# mac_job_sequencer

**config.mk**
```make
export PLATFORM = sky130hd
export DESIGN_NAME = mac_job_sequencer
export DESIGN_NICKNAME = d
export VERILOG_FILES = /design/src/rtl/mac_job_sequencer.sv
export SDC_FILE = /design/constraint.sdc
export NUM_CORES = 1
export LEC_CHECK = 0
export CORE_ASPECT_RATIO = 0.5
export CORE_MARGIN = 1
export CORE_UTILIZATION = 30
export DETAILED_ROUTE_END_ITERATION = 10
export PLACE_DENSITY = 0.45
export SETUP_SLACK_MARGIN = 0.1
export SLEW_MARGIN = 20
export SYNTH_ARGS = -nofsm -noshare
export SYNTH_HDL_FRONTEND = slang
export SYNTH_SLANG_ARGS = --single-unit
```
**constraint.sdc**
```tcl
create_clock -name clk -period 5.05 [get_ports clk]
set_clock_uncertainty 0.1 [all_clocks]
set_input_delay 1.01 -clock clk [delete_from_list [all_inputs] [get_ports clk]]
set_output_delay 1.01 -clock clk [all_outputs]
set_load 0.05 [all_outputs]
```
**src/rtl/mac_job_sequencer.sv**
```systemverilog
// Byte-serial job controller for the shared 7x8 multiplier: takes header, bias and
// (activation, weight) pairs, accumulates bias + sum(a*w), returns 4 result bytes MSB first.
module mac_job_sequencer #(
    parameter int LEN_W = 4,
    parameter int ACC_W = 32
) (
    input  logic       clk,
    input  logic       rst_n,
    input  logic       abort,
    input  logic       in_valid,
    output logic       in_ready,
    input  logic [7:0] in_data,
    output logic       out_valid,
    input  logic       out_ready,
    output logic [7:0] out_data,
    output logic [6:0] mul_a,
    output logic [7:0] mul_b,
    input  logic [14:0] mul_p,
    output logic       busy,
    output logic       ovf
);

    localparam logic [2:0] S_IDLE = 3'd0;
    localparam logic [2:0] S_BIAS = 3'd1;
    localparam logic [2:0] S_ACT  = 3'd2;
    localparam logic [2:0] S_WGT  = 3'd3;
    localparam logic [2:0] S_OUT  = 3'd4;

    logic [2:0]       state;
    logic [ACC_W-1:0] acc;
    logic [LEN_W-1:0] cnt;
    logic [6:0]       act;
    logic             sat;
    logic [1:0]       bidx;
    logic             accept;
    logic [ACC_W:0]   sum;

    function automatic logic [ACC_W-1:0] sat_add(input logic [ACC_W:0] s, input logic sat_en);
        if (s[ACC_W] && sat_en)
            return '1;
        return s[ACC_W-1:0];
    endfunction

    assign accept    = in_valid & in_ready;
    assign sum       = {1'b0, acc} + {{(ACC_W + 1 - 15){1'b0}}, mul_p};
    assign in_ready  = (state != S_OUT);
    assign out_valid = (state == S_OUT);
    assign busy      = (state != S_IDLE);
    assign mul_a     = act;
    assign mul_b     = (state == S_WGT) ? in_data : 8'h00;
    // bidx counts 0..3 while the result byte sent is 3..0, hence the inverted index
    assign out_data  = (state == S_OUT) ? 8'(acc >> {~bidx, 3'b000}) : 8'h00;

    always_ff @(posedge clk or negedge rst_n) begin
        if (!rst_n) begin
            state <= S_IDLE;
            acc   <= '0;
            cnt   <= '0;
            act   <= '0;
            sat   <= 1'b0;
            ovf   <= 1'b0;
            bidx  <= '0;
        end else if (abort) begin
            state <= S_IDLE;
            acc   <= '0;
            cnt   <= '0;
            sat   <= 1'b0;
            ovf   <= 1'b0;
            bidx  <= '0;
        end else begin
            case (state)
                S_IDLE: if (accept) begin
                    sat   <= in_data[7];
                    cnt   <= in_data[LEN_W-1:0];
                    acc   <= '0;
                    ovf   <= 1'b0;
                    bidx  <= '0;
                    state <= S_BIAS;
                end
                S_BIAS: if (accept) begin
                    acc[8*bidx +: 8] <= in_data;
                    bidx             <= bidx + 2'd1;
                    if (bidx == 2'd3)
                        state <= S_ACT;
                end
                S_ACT: if (accept) begin
                    act   <= in_data[6:0];
                    state <= S_WGT;
                end
                S_WGT: if (accept) begin
                    acc <= sat_add(sum, sat);
                    if (sum[ACC_W])
                        ovf <= 1'b1;
                    if (cnt == '0) begin
                        state <= S_OUT;
                    end else begin
                        cnt   <= cnt - 1'b1;
                        state <= S_ACT;
                    end
                end
                S_OUT: if (out_ready) begin
                    bidx <= bidx + 2'd1;
                    if (bidx == 2'd3)
                        state <= S_IDLE;
                end
                default: state <= S_IDLE;
            endcase
        end
    end

endmodule
```
# alu_result_register

**src/rtl/alu_result_register_pkg.sv**
```systemverilog
// Shared definitions for the ALU result register: data/op widths and the
// load hold-off FSM state encoding.
package alu_result_register_pkg;

    localparam int unsigned DATA_W = 8;
    localparam int unsigned OP_W   = 3;

    typedef enum logic [1:0] {
        ST_IDLE    = 2'd0,
        ST_HOLD    = 2'd1,
        ST_RELEASE = 2'd2
    } state_t;

    // Hold-off counter width; a single-cycle hold-off still needs one bit.
    function automatic int unsigned holdoff_cnt_w(input int unsigned cycles);
        return (cycles > 1) ? $clog2(cycles) : 1;
    endfunction

endpackage : alu_result_register_pkg

```
**src/rtl/alu_result_register_load_edge_holdoff.sv**
```systemverilog
// Load button edge detector with hold-off/release FSM. Emits a one-cycle
// capture enable on an accepted rising edge of load and reports readiness.
module load_edge_holdoff
    import alu_result_register_pkg::*;
#(
    parameter int unsigned HOLDOFF_CYCLES = 16
) (
    input  logic clk,
    input  logic reset,
    input  logic load,
    output logic ready,
    output logic cap_en
);

    localparam int unsigned HW = holdoff_cnt_w(HOLDOFF_CYCLES);
    localparam logic [HW-1:0] HOLD_INIT = HW'(HOLDOFF_CYCLES - 1);

    if (HOLDOFF_CYCLES < 1) begin : g_bad_holdoff
        $error("HOLDOFF_CYCLES must be at least 1");
    end

    state_t          r_state;
    state_t          w_state_nxt;
    logic            r_load_q;
    logic [HW-1:0]   r_hold_cnt;
    logic            w_rise;
    logic            w_ready;
    logic            w_cap_en;

    assign w_rise = load & ~r_load_q;

    // load_q resets high so a button held through reset is not seen as a rise.
    // NOTE: state elements use non-blocking assignments so every register
    // samples the pre-edge values of its neighbours.
    always_ff @(posedge clk) begin
        if (reset) begin
            r_state  <= ST_IDLE;
            r_load_q <= 1'b1;
        end else begin
            r_state  <= w_state_nxt;
            r_load_q <= load;
        end
    end

    always_ff @(posedge clk) begin
        if (reset) begin
            r_hold_cnt <= '0;
        end else if (w_cap_en) begin
            r_hold_cnt <= HOLD_INIT;
        end else if ((r_state == ST_HOLD) && (r_hold_cnt != '0)) begin
            r_hold_cnt <= r_hold_cnt - HW'(1);
        end
    end

    always_comb begin
        // NOTE: defaults first so no path through the case leaves a signal
        // unassigned, which would otherwise infer a latch.
        w_state_nxt = r_state;
        w_ready     = 1'b0;
        w_cap_en    = 1'b0;
        case (r_state)
            ST_IDLE: begin
                w_ready = 1'b1;
                if (w_rise) begin
                    w_cap_en    = 1'b1;
                    w_state_nxt = ST_HOLD;
                end
            end
            ST_HOLD: begin
                if (r_hold_cnt == '0) begin
                    w_state_nxt = ST_RELEASE;
                end
            end
            ST_RELEASE: begin
                if (!load) begin
                    w_state_nxt = ST_IDLE;
                end
            end
            default: begin
                w_state_nxt = ST_IDLE;
            end
        endcase
    end

    assign ready  = w_ready;
    assign cap_en = w_cap_en;

endmodule : load_edge_holdoff

```
**src/rtl/alu_result_register.sv**
```systemverilog
// Accumulator stage behind the switch-driven ALU: captures result/op on a
// debounced load edge, counts captures, feeds acc[3:0] back as operand B.
// Optional macro ALU_RESULT_HISTORY_EN adds prev_out and delta_out.
module alu_result_register
    import alu_result_register_pkg::*;
#(
    parameter int unsigned HOLDOFF_CYCLES = 16,
    parameter int unsigned CNT_W          = 8
) (
    input  logic              clk,
    input  logic              reset,
    input  logic [DATA_W-1:0] alu_in,
    input  logic [OP_W-1:0]   op_in,
    input  logic              load,
    input  logic              clear,
    output logic [DATA_W-1:0] acc_out,
    output logic [OP_W-1:0]   op_out,
    output logic [3:0]        b_feedback,
    output logic              ready,
    output logic              captured,
    output logic [CNT_W-1:0]  cap_count
`ifdef ALU_RESULT_HISTORY_EN
    ,
    output logic [DATA_W-1:0] prev_out,
    output logic [DATA_W:0]   delta_out
`endif
);

    logic              w_cap_en;
    logic              w_ready;
    logic [DATA_W-1:0] r_acc;
    logic [OP_W-1:0]   r_op;
    logic [CNT_W-1:0]  r_cap_count;
    logic              r_captured;

    load_edge_holdoff #(
        .HOLDOFF_CYCLES (HOLDOFF_CYCLES)
    ) u_load_edge_holdoff (
        .clk    (clk),
        .reset  (reset),
        .load   (load),
        .ready  (w_ready),
        .cap_en (w_cap_en)
    );

    // clear takes priority over capture data but not over the capture itself:
    // a simultaneous capture still counts and pulses captured.
    always_ff @(posedge clk) begin
        if (reset) begin
            r_acc <= '0;
            r_op  <= '0;
        end else if (clear) begin
            r_acc <= '0;
            r_op  <= '0;
        end else if (w_cap_en) begin
            r_acc <= alu_in;
            r_op  <= op_in;
        end
    end

    always_ff @(posedge clk) begin
        if (reset) begin
            r_cap_count <= '0;
            r_captured  <= 1'b0;
        end else begin
            r_captured <= w_cap_en;
            if (w_cap_en) begin
                r_cap_count <= r_cap_count + CNT_W'(1);
            end
        end
    end

`ifdef ALU_RESULT_HISTORY_EN
    logic [DATA_W-1:0] r_prev;

    // A capture records the old accumulator even when clear hits the same edge.
    always_ff @(posedge clk) begin
        if (reset) begin
            r_prev <= '0;
        end else if (w_cap_en) begin
            r_prev <= r_acc;
        end else if (clear) begin
            r_prev <= '0;
        end
    end

    assign prev_out  = r_prev;
    assign delta_out = {1'b0, r_acc} - {1'b0, r_prev};
`endif

    assign acc_out    = r_acc;
    assign op_out     = r_op;
    assign b_feedback = r_acc[3:0];
    assign ready      = w_ready;
    assign captured   = r_captured;
    assign cap_count  = r_cap_count;

endmodule : alu_result_register
```
**config.mk**
```make
export PLATFORM = sky130hd
export DESIGN_NAME = alu_result_register
export DESIGN_NICKNAME = d
export VERILOG_FILES = /design/src/rtl/alu_result_register_pkg.sv /design/src/rtl/alu_result_register_load_edge_holdoff.sv /design/src/rtl/alu_result_register.sv
export SDC_FILE = /design/constraint.sdc
export NUM_CORES = 1
export LEC_CHECK = 0
export CAP_MARGIN = 15
export CORE_MARGIN = 10
export CORE_UTILIZATION = 30
export CTS_CLUSTER_SIZE = 28
export DETAILED_ROUTE_END_ITERATION = 7
export PLACE_DENSITY = 0.68
export SYNTH_ARGS = -nofsm -noshare
export SYNTH_HDL_FRONTEND = slang
export SYNTH_SLANG_ARGS = --single-unit
```
**constraint.sdc**
```tcl
create_clock -name clk -period 3.5 [get_ports clk]
set_input_delay 0.7 -clock clk [delete_from_list [all_inputs] [get_ports clk]]
set_output_delay 0.7 -clock clk [all_outputs]
set_load 0.05 [all_outputs]
```
Fig. 1: alu_result_register, local utilization
The bar under the picture is 20 um long. 8 x 8 tiles, from white (low) to dark blue (high), 0 to 100% covered.
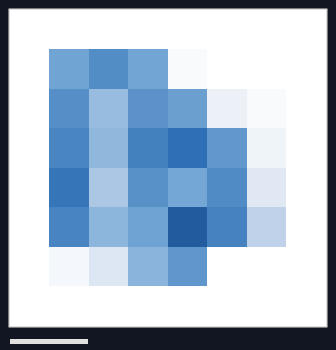
mean over tiles	23%
emptiest ninth of the die	north-east
densest ninth of the die	centre
nearly empty tiles	50%
fullest tile	83%
tiles over 75% full	1.6%

==> flow_metrics.env, alu_result_register <==
# source this file to load flow results
export IMPL_final_layout_top_logic_cells="clkdlybuf4s50_1, dfxtp_1, nand2_1, a21oi_1, nor2_1"
export IMPL_share_clk_of_total_power=0.302
export IMPL_timing_rr_end="cap_count[7]$_SDFFE_PP0P_"
export IMPL_critical_path_startpoint_type="primary input"
export IMPL_tally_of_clock_buffers_in_the_finished_layout=4
export IMPL_detailed_place_hpwl_mm=2.15
export IMPL_comb_area_frac=0.321
export IMPL_power_share_combinational=0.134
export IMPL_switching_share=0.242
export IMPL_met1_length_mm=1.10
export IMPL_comb_cells=89
export IMPL_endpoint="cap_count[7]$_SDFFE_PP0P_"
export IMPL_routed_top_layer="met4"
export IMPL_final_max_slew_viol_count=0
export IMPL_run_status="completed"
export IMPL_wl_met2_mm=1.31
export IMPL_timing_final_setup_violations=0
export IMPL_area_dominant_class="sequential cells"
export IMPL_finClkSkew_ps=3.41
export IMPL_cts_htree_levels=1
export IMPL_drt_first_pass_iters=4
export IMPL_cp_data_arrival_time_ps=2540
export IMPL_antenna_left=0
## alu_result_register: stage by stage
step / hold slack [ps] / setup WS [ps] / std cells
CTS: 472 / 1120 / 214
detailed placement: 458 / 832 / 210
global placement: 443 / 879 / 210
floorplan: 468 / 1510 / 132
global route: 505 / 1010 / 214
finish: 467 / 1120 / 214
## alu_result_register: worst register-to-register path: cells and delay by family (launching register included)
family,cells,cell delay [ps]
and+or+nand+nor,2,1060
muxes,1,370
DFF,1,360
Fig. 2: mac_job_sequencer, placed standard cells
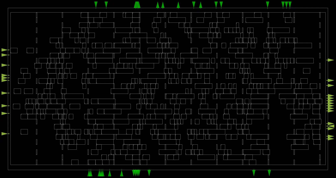
Core Area: 0.0138 sq mm
Seq cells: 50

==> flow_metrics.env, mac_job_sequencer <==
# source this file to load flow results
export IMPL_run_status="completed"
export IMPL_hold_depth=2
export IMPL_sh_seq_area=0.243
export IMPL_signal_buffers=60
export IMPL_relSlewSlack=0.447
export IMPL_ys_seq_elements=50
export IMPL_die_span_y_um=86.7
export IMPL_flow_area_growth_from_synthesis_pct=19.5
export IMPL_first_global_vias=3731
export IMPL_reg2reg_slack_ps=1930
export IMPL_topCellsByArea="dfrtp_1, ha_1, a21oi_1"
export IMPL_p_int_mw=0.776
export IMPL_wl_met2_mm=5.70
export IMPL_p_per_area_mw_per_mm2=224
export IMPL_n_tap_cell=192
export IMPL_post_route_drc_count=0
export IMPL_worst_slew_pin_slew_ps=829
export IMPL_postCtsSetupBuffers=0
export IMPL_place_congestion=0.831
## mac_job_sequencer: how the worst max path moves through the flow
stage,from,endpoint,slack (ps),depth (start not counted)
2_1_floorplan,state[2]$_DFFE_PN0P_,out_data[0],1660,4
3_3_place_gp,mul_p[0],acc[19]$_DFFE_PN0P_,1030,10
3_5_place_dp,mul_p[0],acc[19]$_DFFE_PN0P_,950,10
4_1_cts,in_data[2],mul_b[2],1120,4
5_1_grt,state[0]$_DFFE_PN0P_,mul_b[7],1020,4
6_report,in_data[2],mul_b[2],1140,4

## Gallery

Wires at chosen ports, followed through buffers.
picture 1
The bar under the picture is 20 um long.
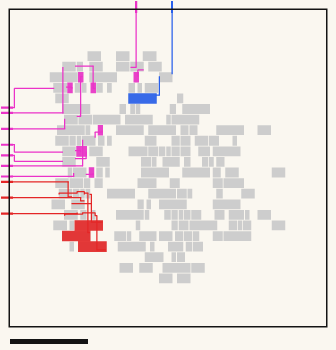
picture 2
The bar under the picture is 50 um long.
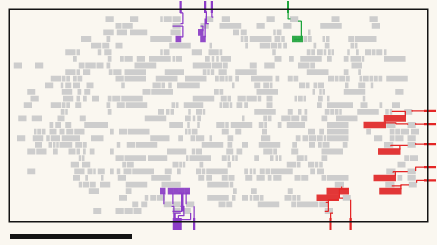
Of these, largest die: picture 2
Of these, most cells: picture 2
mac_job_sequencer: picture 2
alu_result_register: picture 1

Key to picture 2:
port	colour	bits	direction	edge	end cells	buffers	wire
in_valid	green	1	input	north	2	1	16.1 um
mul_a	red	7	output	5 east, 2 south	7	7	102 um
out_data	purple	8	output	5 south, 3 north	8	8	107 um


# fm_pingpong_ctrl

Fig. 3: fm_pingpong_ctrl, wires at chosen ports, followed through buffers
The bar under the picture is 20 um long.
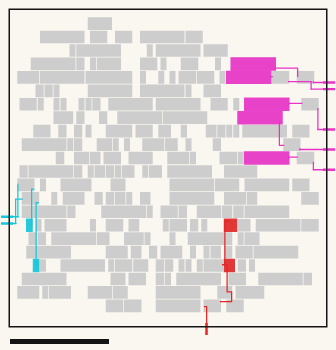
===== config.mk =====
export PLATFORM = sky130hd
export DESIGN_NAME = fm_pingpong_ctrl
export DESIGN_NICKNAME = d
export VERILOG_FILES = /design/src/rtl/fm_pingpong_ctrl.sv
export SDC_FILE = /design/constraint.sdc
export NUM_CORES = 1
export LEC_CHECK = 0
export CAP_MARGIN = 40
export CORE_UTILIZATION = 47
export CTS_CLUSTER_DIAMETER = 80
export DETAILED_ROUTE_END_ITERATION = 8
export GPL_TIMING_DRIVEN = 0
export MAX_ROUTING_LAYER = met4
export PLACE_DENSITY = 0.74
export SKIP_LAST_GASP = 1
export SYNTH_ARGS = -nofsm -noshare
export SYNTH_HDL_FRONTEND = slang
export SYNTH_SLANG_ARGS = --single-unit

===== constraint.sdc =====
create_clock -name clk -period 2.11 [get_ports clk]
set_clock_uncertainty 0.2 [all_clocks]
set_input_delay 0.422 -clock clk [delete_from_list [all_inputs] [get_ports clk]]
set_output_delay 0.422 -clock clk [all_outputs]
set_load 0.05 [all_outputs]

===== src/rtl/fm_pingpong_ctrl.sv =====
// rtl/fm_pingpong_ctrl.sv - two-buffer ping-pong controller for the fragment memory
// Steers the base stream into the filling buffer and hands closed buffers to the reader in fill order.
module fm_pingpong_ctrl #(
  parameter int BASE_LEN = 2,
  parameter int BUF_SIZE = 16,
  parameter int MIN_LEN  = 4,
  parameter int AW       = 4,
  parameter int LW       = 5
) (
  input  logic                clk,
  input  logic                rst_n,
  input  logic                flush,
  input  logic                in_valid,
  output logic                in_ready,
  input  logic [BASE_LEN-1:0] in_base,
  input  logic                in_last,
  output logic                buf_wr_en,
  output logic                buf_wr_sel,
  output logic [AW-1:0]       buf_wr_addr,
  output logic [BASE_LEN-1:0] buf_wr_data,
  output logic                rd_valid,
  input  logic                rd_ready,
  output logic                rd_sel,
  output logic [LW-1:0]       rd_len,
  output logic                rd_short,
  input  logic                rd_release,
  output logic [1:0]          full_count
);

  typedef enum logic [1:0] {ST_EMPTY, ST_FILLING, ST_FULL, ST_READING} buf_st_e;

  buf_st_e             st_q [2];
  buf_st_e             st_d [2];
  logic [LW-1:0]       len_q [2];
  logic [LW-1:0]       len_d [2];
  logic [AW-1:0]       wr_ptr_q, wr_ptr_d;
  logic                wr_buf_q, wr_buf_d;
  logic                rd_buf_q, rd_buf_d;

  logic                in_ready_q, in_ready_d;
  logic                wr_en_q, wr_en_d;
  logic                wr_sel_q, wr_sel_d;
  logic [AW-1:0]       wr_addr_q, wr_addr_d;
  logic [BASE_LEN-1:0] wr_data_q, wr_data_d;
  logic                rd_valid_q, rd_valid_d;
  logic                rd_sel_q, rd_sel_d;
  logic [LW-1:0]       rd_len_q, rd_len_d;
  logic                rd_short_q, rd_short_d;
  logic [1:0]          full_count_q, full_count_d;

  logic                accept, closing, take, rel_ok, owned;

  always_comb begin
    st_d         = st_q;
    len_d        = len_q;
    wr_ptr_d     = wr_ptr_q;
    wr_buf_d     = wr_buf_q;
    rd_buf_d     = rd_buf_q;
    wr_sel_d     = wr_sel_q;
    wr_addr_d    = wr_addr_q;
    wr_data_d    = wr_data_q;

    accept  = in_valid && in_ready_q && !flush;
    closing = accept && ((wr_ptr_q == AW'(BUF_SIZE - 1)) || in_last);
    take    = rd_valid_q && rd_ready && (st_q[rd_buf_q] == ST_FULL);
    rel_ok  = rd_release && (st_q[rd_buf_q] == ST_READING);
    owned   = (st_q[rd_buf_q] == ST_FULL) || (st_q[rd_buf_q] == ST_READING);

    wr_en_d = accept;
    if (accept) begin
      wr_sel_d  = wr_buf_q;
      wr_addr_d = wr_ptr_q;
      wr_data_d = in_base;
      if (closing) begin
        st_d[wr_buf_q]  = ST_FULL;
        len_d[wr_buf_q] = LW'(wr_ptr_q) + LW'(1);
        wr_ptr_d        = '0;
        wr_buf_d        = ~wr_buf_q;
      end else begin
        st_d[wr_buf_q] = ST_FILLING;
        wr_ptr_d       = wr_ptr_q + AW'(1);
      end
    end

    // Writer and reader always touch different buffers, so these never collide.
    if (take) st_d[rd_buf_q] = ST_READING;
    if (rel_ok) begin
      st_d[rd_buf_q] = ST_EMPTY;
      rd_buf_d       = ~rd_buf_q;
    end

    in_ready_d   = (st_d[wr_buf_d] == ST_EMPTY) || (st_d[wr_buf_d] == ST_FILLING);
    rd_valid_d   = (st_q[rd_buf_q] == ST_FULL) && !take;
    rd_sel_d     = rd_buf_q;
    rd_len_d     = owned ? len_q[rd_buf_q] : '0;
    rd_short_d   = owned && (len_q[rd_buf_q] < LW'(MIN_LEN));
    full_count_d = 2'd0;
    for (int i = 0; i < 2; i++) begin
      if ((st_d[i] == ST_FULL) || (st_d[i] == ST_READING)) full_count_d = full_count_d + 2'd1;
    end

    if (flush) begin
      for (int i = 0; i < 2; i++) begin
        st_d[i]  = ST_EMPTY;
        len_d[i] = '0;
      end
      wr_ptr_d     = '0;
      wr_buf_d     = 1'b0;
      rd_buf_d     = 1'b0;
      in_ready_d   = 1'b0;
      wr_en_d      = 1'b0;
      wr_sel_d     = 1'b0;
      wr_addr_d    = '0;
      wr_data_d    = '0;
      rd_valid_d   = 1'b0;
      rd_sel_d     = 1'b0;
      rd_len_d     = '0;
      rd_short_d   = 1'b0;
      full_count_d = 2'd0;
    end
  end

  always_ff @(posedge clk or negedge rst_n) begin
    if (!rst_n) begin
      for (int i = 0; i < 2; i++) begin
        st_q[i]  <= ST_EMPTY;
        len_q[i] <= '0;
      end
      wr_ptr_q     <= '0;
      wr_buf_q     <= 1'b0;
      rd_buf_q     <= 1'b0;
      in_ready_q   <= 1'b0;
      wr_en_q      <= 1'b0;
      wr_sel_q     <= 1'b0;
      wr_addr_q    <= '0;
      wr_data_q    <= '0;
      rd_valid_q   <= 1'b0;
      rd_sel_q     <= 1'b0;
      rd_len_q     <= '0;
      rd_short_q   <= 1'b0;
      full_count_q <= 2'd0;
    end else begin
      st_q         <= st_d;
      len_q        <= len_d;
      wr_ptr_q     <= wr_ptr_d;
      wr_buf_q     <= wr_buf_d;
      rd_buf_q     <= rd_buf_d;
      in_ready_q   <= in_ready_d;
      wr_en_q      <= wr_en_d;
      wr_sel_q     <= wr_sel_d;
      wr_addr_q    <= wr_addr_d;
      wr_data_q    <= wr_data_d;
      rd_valid_q   <= rd_valid_d;
      rd_sel_q     <= rd_sel_d;
      rd_len_q     <= rd_len_d;
      rd_short_q   <= rd_short_d;
      full_count_q <= full_count_d;
    end
  end

  assign in_ready    = in_ready_q;
  assign buf_wr_en   = wr_en_q;
  assign buf_wr_sel  = wr_sel_q;
  assign buf_wr_addr = wr_addr_q;
  assign buf_wr_data = wr_data_q;
  assign rd_valid    = rd_valid_q;
  assign rd_sel      = rd_sel_q;
  assign rd_len      = rd_len_q;
  assign rd_short    = rd_short_q;
  assign full_count  = full_count_q;

endmodule

==> flow_metrics.env <==
# source this file to load flow results
export IMPL_cts_root_buf="clkbuf_8"
export IMPL_run_status="completed"
export IMPL_logic_area_sq_um=787
export IMPL_reg2reg_slack_ps=20
export IMPL_final_layout_top_logic_cell="dfrtp_1"
export IMPL_placementRows=22
export IMPL_wl_met2_mm=1.86
export IMPL_tally_of_clock_buffers_in_the_finished_layout=7
export IMPL_synth_chip_area_sq_mm=0.00180
export IMPL_chip_area_sq_mm=0.00409
export IMPL_met3RoutedLength_um=156
export IMPL_endpoint="full_count[0]$_DFF_PN0_"
export IMPL_sh_seq_area=0.432
export IMPL_antenna_left=0
export IMPL_post_route_drc_count=0
export IMPL_clk_path_buf_depth=2
export IMPL_avgSynthCellArea_sq_um=10.4
export IMPL_detailed_place_hpwl_mm=2.62
export IMPL_period_needed_ps=2090
export IMPL_unrepaired_setup_endpoints_after_global_routing="true"
export IMPL_biggest_register="len_q"
Notes on Fig. 3 above:
port	colour	bits	direction	edge	end cells	buffers	wire
rd_release	red	1	input	south	2	1	25.9 um
rd_len	magenta	5	output	east	5	5	43.8 um
in_base	cyan	2	input	west	2	2	36.2 um

-- worst max-delay path, stage by stage (launching register included) --
cell,delay [ps]
dfrtp_2,450
ha_2,250
a31o_4,290
nand2_1,100
a21boi_4,210
nor2_1,70
ha_1,280
nor2b_1,130
-- Yosys cell counts, drive strengths merged (2+ instances only) --
cell type,n
a211oi,5
a21oi,15
a221o,2
a31o,2
and3,3
and4b,2
buf,4
clkbuf,4
dfrtp,39
ha,2
inv,3
mux2i,9
nand2,24
nand3,4
nor2,24
nor2b,3
nor3,4
o21ai,5


==> screenshots <==
Sequential cells grouped by signal name.
panel A
The bar under the picture is 20 um long.
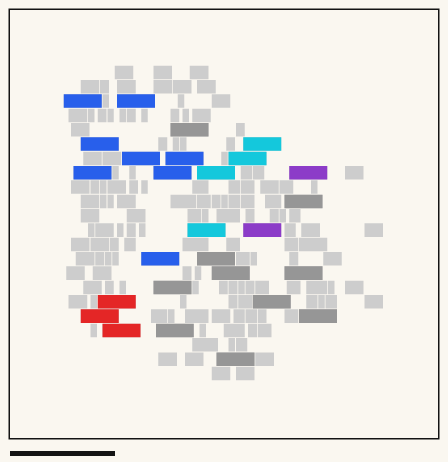
panel B
The bar under the picture is 20 um long.
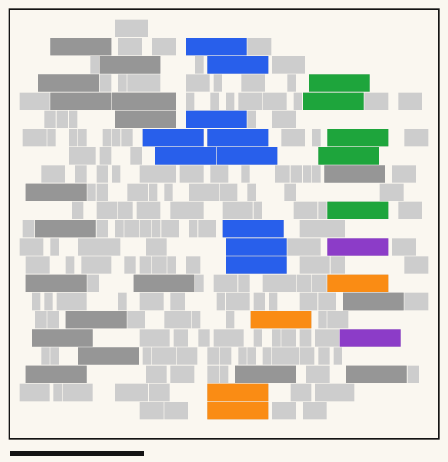
panel C
The bar under the picture is 50 um long.
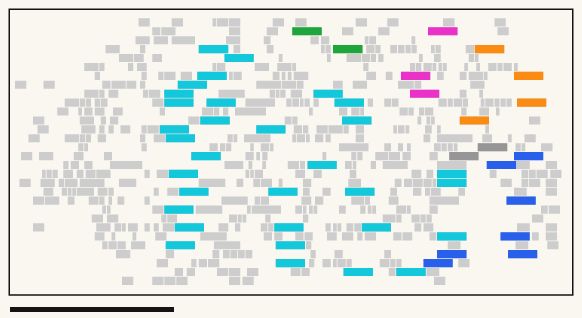
alu_result_register: panel A
fm_pingpong_ctrl: panel B
mac_job_sequencer: panel C

